==================== design 1
==> design_1/gates.png <==
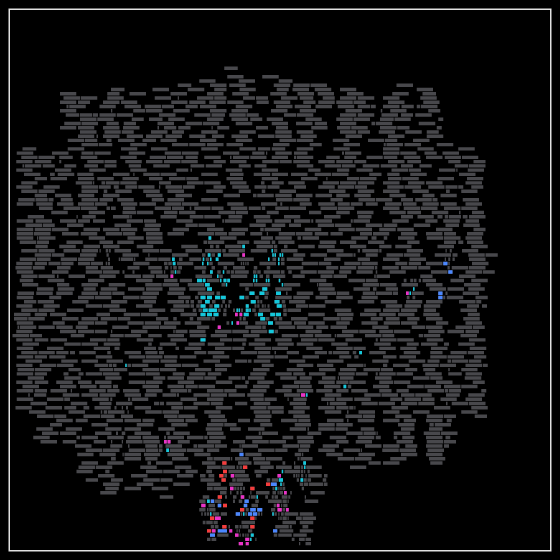

--- src/rtl/port_wr_frontend.sv ---
// Per-port ingress stage: buffers one packet, requests an SRAM from the matcher,
// then streams the buffered packet tagged with the granted SRAM id.
//   state   | meaning
//   S_IDLE  | waiting for a header beat (wr_sop)
//   S_RECV  | storing payload beats; long-packet tail beats are dropped
//   S_WAIT  | packet complete, waiting for match_suc
//   S_DRAIN | streaming buffer[0..L] downstream
module port_wr_frontend #(
  parameter int DATA_W = 16,
  parameter int DEPTH  = 64
) (
  input  logic              clk,
  input  logic              rst,
  input  logic              wr_sop,
  input  logic              wr_eop,
  input  logic              wr_vld,
  input  logic [DATA_W-1:0] wr_data,
  output logic              wr_ready,
  output logic [5:0]        new_length,
  output logic              match_enable,
  input  logic              match_suc,
  input  logic [5:0]        match_best_sram,
  output logic              out_vld,
  input  logic              out_ready,
  output logic [DATA_W-1:0] out_data,
  output logic              out_sop,
  output logic              out_eop,
  output logic [4:0]        out_sram,
  output logic              len_err
);

  localparam int AW = $clog2(DEPTH);
  localparam int CW = AW + 1;

  typedef enum logic [1:0] {S_IDLE, S_RECV, S_WAIT, S_DRAIN} state_t;

  state_t            state_q, state_d;
  logic [DATA_W-1:0] buf_q [DEPTH];
  logic [CW-1:0]     cnt_q, cnt_d;
  logic [AW-1:0]     rd_ptr_q, rd_ptr_d;
  logic [5:0]        len_q, len_d;
  logic              match_en_q, match_en_d;
  logic              match_done_q, match_done_d;
  logic [4:0]        sram_q, sram_d;
  logic              len_err_q, len_err_d;

  logic              wr_we;
  logic [AW-1:0]     wr_addr;
  logic              beat_acc;
  logic              match_hit;
  logic              match_ok;
  logic [CW-1:0]     len_beats;
  logic              unused_best_msb;

  assign unused_best_msb = match_best_sram[5];

  assign wr_ready     = (state_q == S_IDLE) || (state_q == S_RECV);
  assign beat_acc     = wr_vld && wr_ready;
  assign match_hit    = match_suc && match_en_q;
  assign match_ok     = match_done_q || match_hit;
  assign len_beats    = CW'(len_q) + CW'(1);

  assign new_length   = len_q;
  assign match_enable = match_en_q;
  assign out_sram     = sram_q;
  assign len_err      = len_err_q;
  assign out_vld      = (state_q == S_DRAIN);
  assign out_data     = buf_q[rd_ptr_q];
  assign out_sop      = out_vld && (rd_ptr_q == '0);
  assign out_eop      = out_vld && (rd_ptr_q == AW'(len_q));

  always_comb begin
    state_d      = state_q;
    cnt_d        = cnt_q;
    rd_ptr_d     = rd_ptr_q;
    len_d        = len_q;
    match_en_d   = match_en_q;
    match_done_d = match_done_q;
    sram_d       = sram_q;
    len_err_d    = 1'b0;
    wr_we        = 1'b0;
    wr_addr      = cnt_q[AW-1:0];

    if (match_hit) begin
      match_en_d   = 1'b0;
      match_done_d = 1'b1;
      sram_d       = match_best_sram[4:0];
    end

    case (state_q)
      S_IDLE: begin
        if (beat_acc && wr_sop) begin
          wr_we      = 1'b1;
          wr_addr    = '0;
          len_d      = wr_data[15:10];
          match_en_d = 1'b1;
          cnt_d      = CW'(1);
          state_d    = (wr_eop && (wr_data[15:10] == 6'd0)) ? S_WAIT : S_RECV;
        end
      end
      S_RECV: begin
        if (beat_acc) begin
          // Count saturates at L+1 so surplus beats never overwrite the packet.
          if (cnt_q < len_beats) begin
            wr_we = 1'b1;
            cnt_d = cnt_q + CW'(1);
          end
          if (wr_eop) begin
            if ((cnt_q + CW'(1)) < len_beats) begin
              len_err_d    = 1'b1;
              match_en_d   = 1'b0;
              match_done_d = 1'b0;
              cnt_d        = '0;
              state_d      = S_IDLE;
            end else begin
              len_err_d = (cnt_q >= len_beats);
              state_d   = match_ok ? S_DRAIN : S_WAIT;
            end
          end
        end
      end
      S_WAIT: begin
        if (match_ok) state_d = S_DRAIN;
      end
      S_DRAIN: begin
        if (out_ready) begin
          if (rd_ptr_q == AW'(len_q)) begin
            state_d      = S_IDLE;
            rd_ptr_d     = '0;
            cnt_d        = '0;
            match_done_d = 1'b0;
          end else begin
            rd_ptr_d = rd_ptr_q + AW'(1);
          end
        end
      end
      default: state_d = S_IDLE;
    endcase
  end

  always_ff @(posedge clk or posedge rst) begin
    if (rst) begin
      state_q      <= S_IDLE;
      cnt_q        <= '0;
      rd_ptr_q     <= '0;
      len_q        <= '0;
      match_en_q   <= 1'b0;
      match_done_q <= 1'b0;
      sram_q       <= '0;
      len_err_q    <= 1'b0;
    end else begin
      state_q      <= state_d;
      cnt_q        <= cnt_d;
      rd_ptr_q     <= rd_ptr_d;
      len_q        <= len_d;
      match_en_q   <= match_en_d;
      match_done_q <= match_done_d;
      sram_q       <= sram_d;
      len_err_q    <= len_err_d;
    end
  end

  always_ff @(posedge clk) begin
    if (wr_we) buf_q[wr_addr] <= wr_data;
  end

endmodule

--- config.mk ---
export PLATFORM = sky130hd
export DESIGN_NAME = port_wr_frontend
export DESIGN_NICKNAME = d
export VERILOG_FILES = /design/src/rtl/port_wr_frontend.sv
export SDC_FILE = /design/constraint.sdc
export NUM_CORES = 1
export LEC_CHECK = 0
export CORE_UTILIZATION = 35
export DETAILED_ROUTE_END_ITERATION = 16
export DONT_BUFFER_PORTS = 1
export GPL_ROUTABILITY_DRIVEN = 0
export MAX_ROUTING_LAYER = met4
export PLACE_DENSITY_LB_ADDON = 0.3
export SKIP_CTS_REPAIR_TIMING = 1
export SYNTH_ARGS = -nofsm -noshare
export SYNTH_HDL_FRONTEND = slang
export SYNTH_SLANG_ARGS = --single-unit
export TNS_END_PERCENT = 50
--- constraint.sdc ---
create_clock -name clk -period 10.2 [get_ports clk]
set_input_delay 2.55 -clock clk [delete_from_list [all_inputs] [get_ports clk]]
set_output_delay 2.55 -clock clk [all_outputs]
set_load 0.005 [all_outputs]
==================== design 2
**src/rtl/lane_fifo_pause.sv**
```systemverilog
// lane_fifo_pause
//   Per-lane elastic buffer behind the striping/unstriping tree. Bytes are
//   captured on validIn, held until popped, and returned on a registered
//   dataOut with a one-cycle validOut strobe. pause (== almost_full) throttles
//   the producer; error is a sticky overflow indicator.
// Ports:
//   clk          - single clock, rising edge
//   reset        - asynchronous, active-low reset
//   dataIn       - byte from the upstream lane
//   validIn      - push request qualifying dataIn
//   pop          - read request from the consumer
//   dataOut      - registered read data (holds when no pop is accepted)
//   validOut     - one-cycle strobe marking a fresh dataOut
//   count        - occupancy, 0..DEPTH
//   full/empty   - count == DEPTH / count == 0
//   almost_full  - count >= ALMOST_FULL
//   almost_empty - count <= ALMOST_EMPTY
//   pause        - backpressure, same as almost_full
//   error        - sticky overflow flag, cleared only by reset
module lane_fifo_pause #(
    parameter int DATA_WIDTH   = 8,
    parameter int ADDR_WIDTH   = 3,
    parameter int ALMOST_FULL  = 6,
    parameter int ALMOST_EMPTY = 1
) (
    input  logic                  clk,
    input  logic                  reset,
    input  logic [DATA_WIDTH-1:0] dataIn,
    input  logic                  validIn,
    input  logic                  pop,
    output logic [DATA_WIDTH-1:0] dataOut,
    output logic                  validOut,
    output logic [ADDR_WIDTH:0]   count,
    output logic                  full,
    output logic                  empty,
    output logic                  almost_full,
    output logic                  almost_empty,
    output logic                  pause,
    output logic                  error
);
    localparam int DEPTH = 1 << ADDR_WIDTH;
    localparam logic [ADDR_WIDTH:0] DEPTH_C = (ADDR_WIDTH+1)'(DEPTH);
    localparam logic [ADDR_WIDTH:0] AF_C    = (ADDR_WIDTH+1)'(ALMOST_FULL);
    localparam logic [ADDR_WIDTH:0] AE_C    = (ADDR_WIDTH+1)'(ALMOST_EMPTY);

    logic [DATA_WIDTH-1:0] mem [DEPTH];
    logic [ADDR_WIDTH-1:0] wr_ptr, rd_ptr;
    logic                  push_ok, pop_ok;

    // Flags decode only the registered count, never the inputs.
    assign full         = (count == DEPTH_C);
    assign empty        = (count == '0);
    assign almost_full  = (count >= AF_C);
    assign almost_empty = (count <= AE_C);
    assign pause        = almost_full;

    // A pop at full frees the slot the push lands in. A pop at empty is not
    // accepted, so a simultaneous push at empty does not fall through.
    assign push_ok = validIn && (!full || pop);
    assign pop_ok  = pop && !empty;

    // Storage is intentionally not reset; pointers/count define validity.
    always_ff @(posedge clk) begin
        if (push_ok) mem[wr_ptr] <= dataIn;
    end

    always_ff @(posedge clk or negedge reset) begin
        if (!reset) begin
            wr_ptr   <= '0;
            rd_ptr   <= '0;
            count    <= '0;
            dataOut  <= '0;
            validOut <= 1'b0;
            error    <= 1'b0;
        end else begin
            validOut <= pop_ok;
            if (push_ok) wr_ptr <= wr_ptr + 1'b1;
            if (pop_ok) begin
                dataOut <= mem[rd_ptr];
                rd_ptr  <= rd_ptr + 1'b1;
            end
            case ({push_ok, pop_ok})
                2'b10:   count <= count + 1'b1;
                2'b01:   count <= count - 1'b1;
                default: count <= count;
            endcase
            // Overflow drops the byte and latches the error until reset.
            if (validIn && full && !pop) error <= 1'b1;
        end
    end
endmodule

```
**config.mk**
```make
export PLATFORM = sky130hd
export DESIGN_NAME = lane_fifo_pause
export DESIGN_NICKNAME = d
export VERILOG_FILES = /design/src/rtl/lane_fifo_pause.sv
export SDC_FILE = /design/constraint.sdc
export NUM_CORES = 1
export LEC_CHECK = 0
export ABC_AREA = 1
export CAP_MARGIN = 20
export CORE_UTILIZATION = 62
export CTS_CLUSTER_SIZE = 14
export DETAILED_ROUTE_END_ITERATION = 7
export PLACE_DENSITY_LB_ADDON = 0.05
export SETUP_SLACK_MARGIN = 0.4
export SLEW_MARGIN = 10
export SYNTH_ARGS = -nofsm -noshare
export SYNTH_HDL_FRONTEND = slang
export SYNTH_SLANG_ARGS = --single-unit
```
**constraint.sdc**
```tcl
create_clock -name clk -period 4.4 [get_ports clk]
set_input_delay 0.88 -clock clk [delete_from_list [all_inputs] [get_ports clk]]
set_output_delay 0.88 -clock clk [all_outputs]
set_load 0.01 [all_outputs]
```
==> design_2/gates.png <==
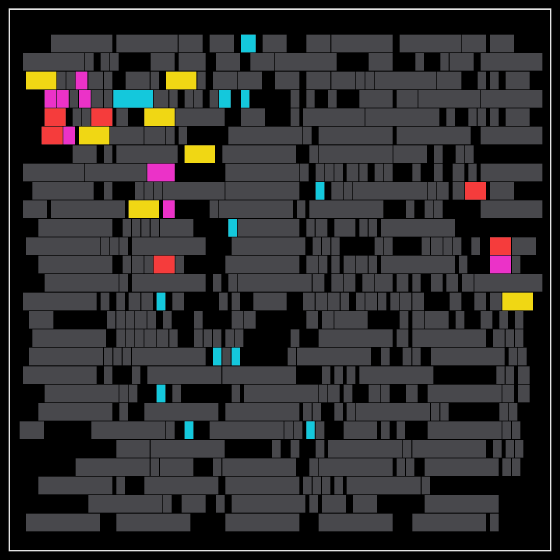
cyan -> nor cells  # cells 12, most used nor2_1
red -> xor and xnor cells  # cells 6
magenta -> aoi and oai cells  # cells 8, most used o21ai_0, where upper left
yellow -> fa/ha/maj cells  # cells 7, most used ha_1

==> design_2/congestion_map.png <==
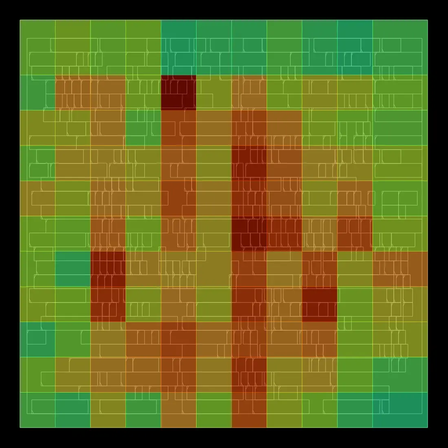
combined global-route utilization of all metal layers: 28.02%
WL/cell: 16.58 um
met2 capacity usage during global routing: 42.14%

==> metrics.cfg, design 2 <==
[setup_path]
regToRegStartpoint=count[0]$_DFFE_PN0P_
r2r_slack_ns=2.12
endpoint_kind=output pin
start_kind=flop
worst-path-stages=5
cp_max_fo=7
critical_path.top_delay_family=buffers and inverters

[routing]
drtPass1Iterations=5
routedLengthMet1_um=3452
route.met3.wl_um=596
post_drt_via_cell_ratio=5.355

[cells_and_area]
fill_cells=400
final_cell_count_no_fill=473
num-clock-buffers=12
area_growth_synth_to_finish_pct=13.32
largest_cell_class=flip-flops and latches
n_all_buffers=31
layout_cells_sized_above_1_pct=6.733
sequential_cell_area_sq_mm=0.002422
numSequentialCells=84
multi_input_comb_area_sq_um=997.2
area.share.combinational_pct=23.48

[logic_synthesis]
synth.cellmix.adderShare_pct=2.336
ys_sh_xor_pct=1.402
yosys_cells=367
synth.logic.top_family=simple AND/OR/NAND/NOR gates
yosys.area_share.simple_pct=21.30
enable_flop_cells=64
muxShareOfSynthArea_pct=0
synth_flops=84

[global_route]
pin_count_of_the_biggest_net_entering_global_routing=35
grt_pass1_wl_um=12430
grt_antenna_before_repair=0

[die]
dieArea_sq_mm=0.006361
floorplan.tapcells=72
overall_die_height_um=79.76

[clocking]
number_of_sinks_driven_by_the_clock_tree=84
holdBufCountCts=0
clkSlewWorstSetupHoldPaths_ns=0.08
post_cts.repair.setup_buffers=0
clk-insertion-delay-late_ns=0.35

[timing]
tns_ns=0
timing.final.ws_setup_ns=1.492
timing.final.max_slew_violations=0

[pwr]
powerDensity_mw_per_mm2=626.9
top_power_group=sequential cells
swShare_pct=38.34
internal_power_contribution_mw=1.642

[status]
status=completed

[place]
routabilityCongestion=0.8850

## design 2: layout by cell type (no fill, tap or decap), types with 2 or more instances in the layout
cell type,Yosys,routed
sky130_fd_sc_hd__clkbuf_8,0,9
sky130_fd_sc_hd__clkinv_2,0,2
sky130_fd_sc_hd__clkbuf_1,0,3
sky130_fd_sc_hd__ha_1,7,7
sky130_fd_sc_hd__nand2_1,118,118
sky130_fd_sc_hd__nor2_1,9,9
sky130_fd_sc_hd__xnor2_1,3,3
sky130_fd_sc_hd__edfxtp_1,64,64
sky130_fd_sc_hd__nand3_1,48,48
sky130_fd_sc_hd__inv_1,60,60
sky130_fd_sc_hd__inv_2,3,3
sky130_fd_sc_hd__o21ai_0,4,4
sky130_fd_sc_hd__dfrtp_1,20,20
sky130_fd_sc_hd__clkdlybuf4s50_1,0,30
sky130_fd_sc_hd__xor2_1,3,3
## design 2: flip-flops by register name, indices dropped and copies added (netlist names)
signal / count
count: 4
dataOut: 8
error: 1
mem: 64
rd_ptr: 3
validOut: 1
wr_ptr: 3
==> design_1/congestion_map.png <==
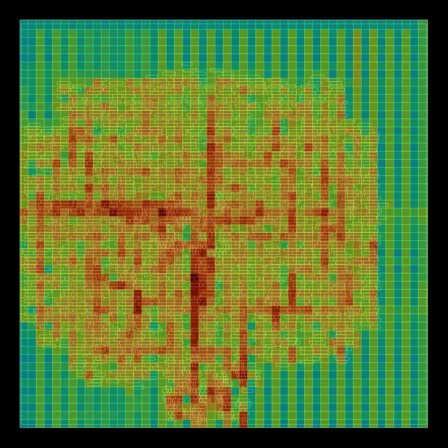
met2 capacity usage during global routing: 27.24%
Core Util, Final: 40.38%
met1 track demand over resource: 21.79%
gr busiest metal: met2
combined global-route utilization of all metal layers: 17.04%

About design_1/gates.png:
blue -> non-inverting ao/oa cells  # cells 18, most used a22o_1
magenta -> and/or cells  # cells 26, most used and2_1
red -> xor and xnor cells  # cells 15, most used xnor2_1, where bottom center
cyan -> nor cells  # cells 94, most used nor2_1, where center
fraction of area in multi-input gates: 20.39%
number of standard cells in the layout, taps in and fillers out: 3569
most common cell after layout, fill and taps aside: sky130_fd_sc_hd__edfxtp_1

==> metrics.cfg, design 1 <==
[pwr]
sequential_power_mw=4.98
peakVddDrop_mv=0.2062
share_seq_of_total_power_pct=43.9

[clocking]
clkSlewWorstSetupHoldPaths_ns=0.06
cts_inserted_buffers=107
cts-root-to-sink-buffers=3

[logic_synthesis]
enable_flop_cells=1024
muxShareOfSynthArea_pct=17.43
synth.yosys.chip_area_sq_mm=0.04143
synth.logic.top_family=multiplexers
synthAoiAreaFrac_pct=2.063
syn-num-nets=1917
yosys_cells=1874

[place]
placed_cells_incl_taps=3375
port_buffers=0

[die]
pin_count=62

[timing]
min_period_over_period_pct=68.93
maxClockFrequency_mhz=142.2

[cells_and_area]
multi_input_comb_area_sq_mm=0.009619
signal_buffer_area_fraction_pct=1.395
comb_cells=702

[routing]
drt.antenna.violating_nets=0

[setup_path]
critical_path.top_delay_family=AND-OR/OR-AND gates

[status]
status=completed

design 1: final timing paths:
kind / from / endpoint / slack [ns] / cells past startpoint
setup / recovery: rd_ptr_q[0]$_DFFE_PP0P_ / out_data[14] / 3.17 / 5
hold / removal: out_sram[1]$_DFFE_PP0P_ / out_sram[1]$_DFFE_PP0P_ / 0.54 / 1
setup reg to reg: new_length[0]$_DFFE_PP0P_ / buf_q[49][12]$_DFFE_PP_ / 5.54 / 10
hold reg to reg: out_sram[1]$_DFFE_PP0P_ / out_sram[1]$_DFFE_PP0P_ / 0.54 / 1
max in group asynchronous: rst / rd_ptr_q[0]$_DFFE_PP0P_ / 7.35 / 1
min in group asynchronous: rst / cnt_q[6]$_DFFE_PP0P_ / 2.04 / 1
design 1: metal layers:
layer	part of all wire, %	GRT usage (%)	up-vias
li1	-	-	8122
met1	41	21.79	10550
met2	50	27.24	597
met3	7.5	4.437	143
met4	2.1	3.882	0
met5	0	-	-
design 1: state kept, by name (all words and copies together), names as in the netlist:
name and flops:
state_q 2, cnt_q 7, len_err 1, match_done_q 1
rd_ptr_q 6, buf_q 1024, new_length 6, out_sram 5
match_enable 1

==> notes/layouts.md <==
Pictures saved along the way, in no particular order.

Sequential cells grouped by signal name.
(a)
Scale bar: 20 um. Other sequential cells in the stronger gray, the rest of the logic in the fainter gray.
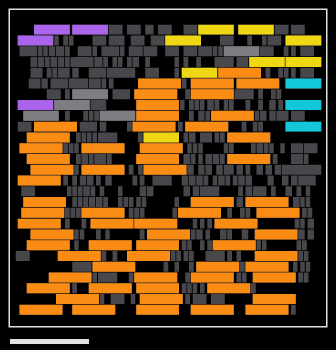
(b)
Scale bar: 100 um. Other sequential cells in the stronger gray, the rest of the logic in the fainter gray.
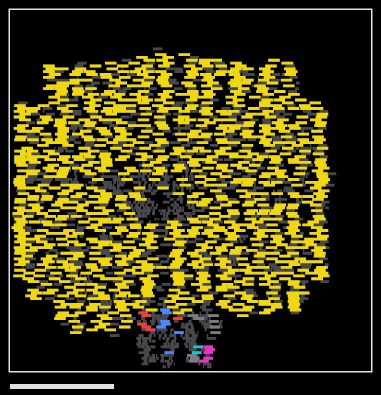
- (a) = design 2
- (b) = design 1
- most sequential cells: (b)
- largest die: (b)

Key to (a):
purple -> count  # sequential cells 4, where upper left
orange -> mem  # sequential cells 64, where spread over the die
cyan -> rd_ptr  # sequential cells 3
yellow -> dataOut  # sequential cells 8
not colored = 5



## Gallery

Metal 3.
panel A
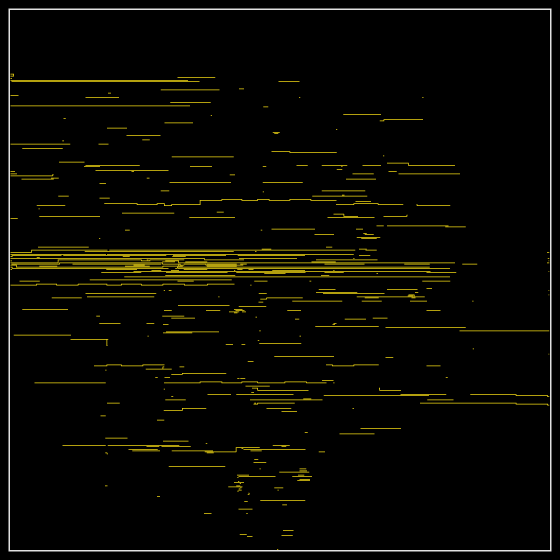
panel B
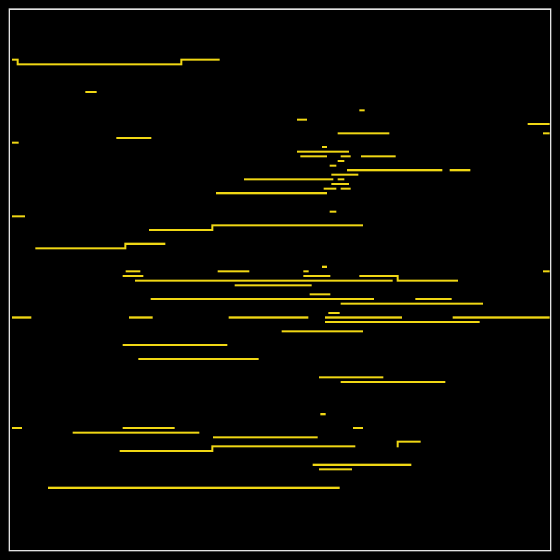
- design 1 = panel A
- design 2 = panel B

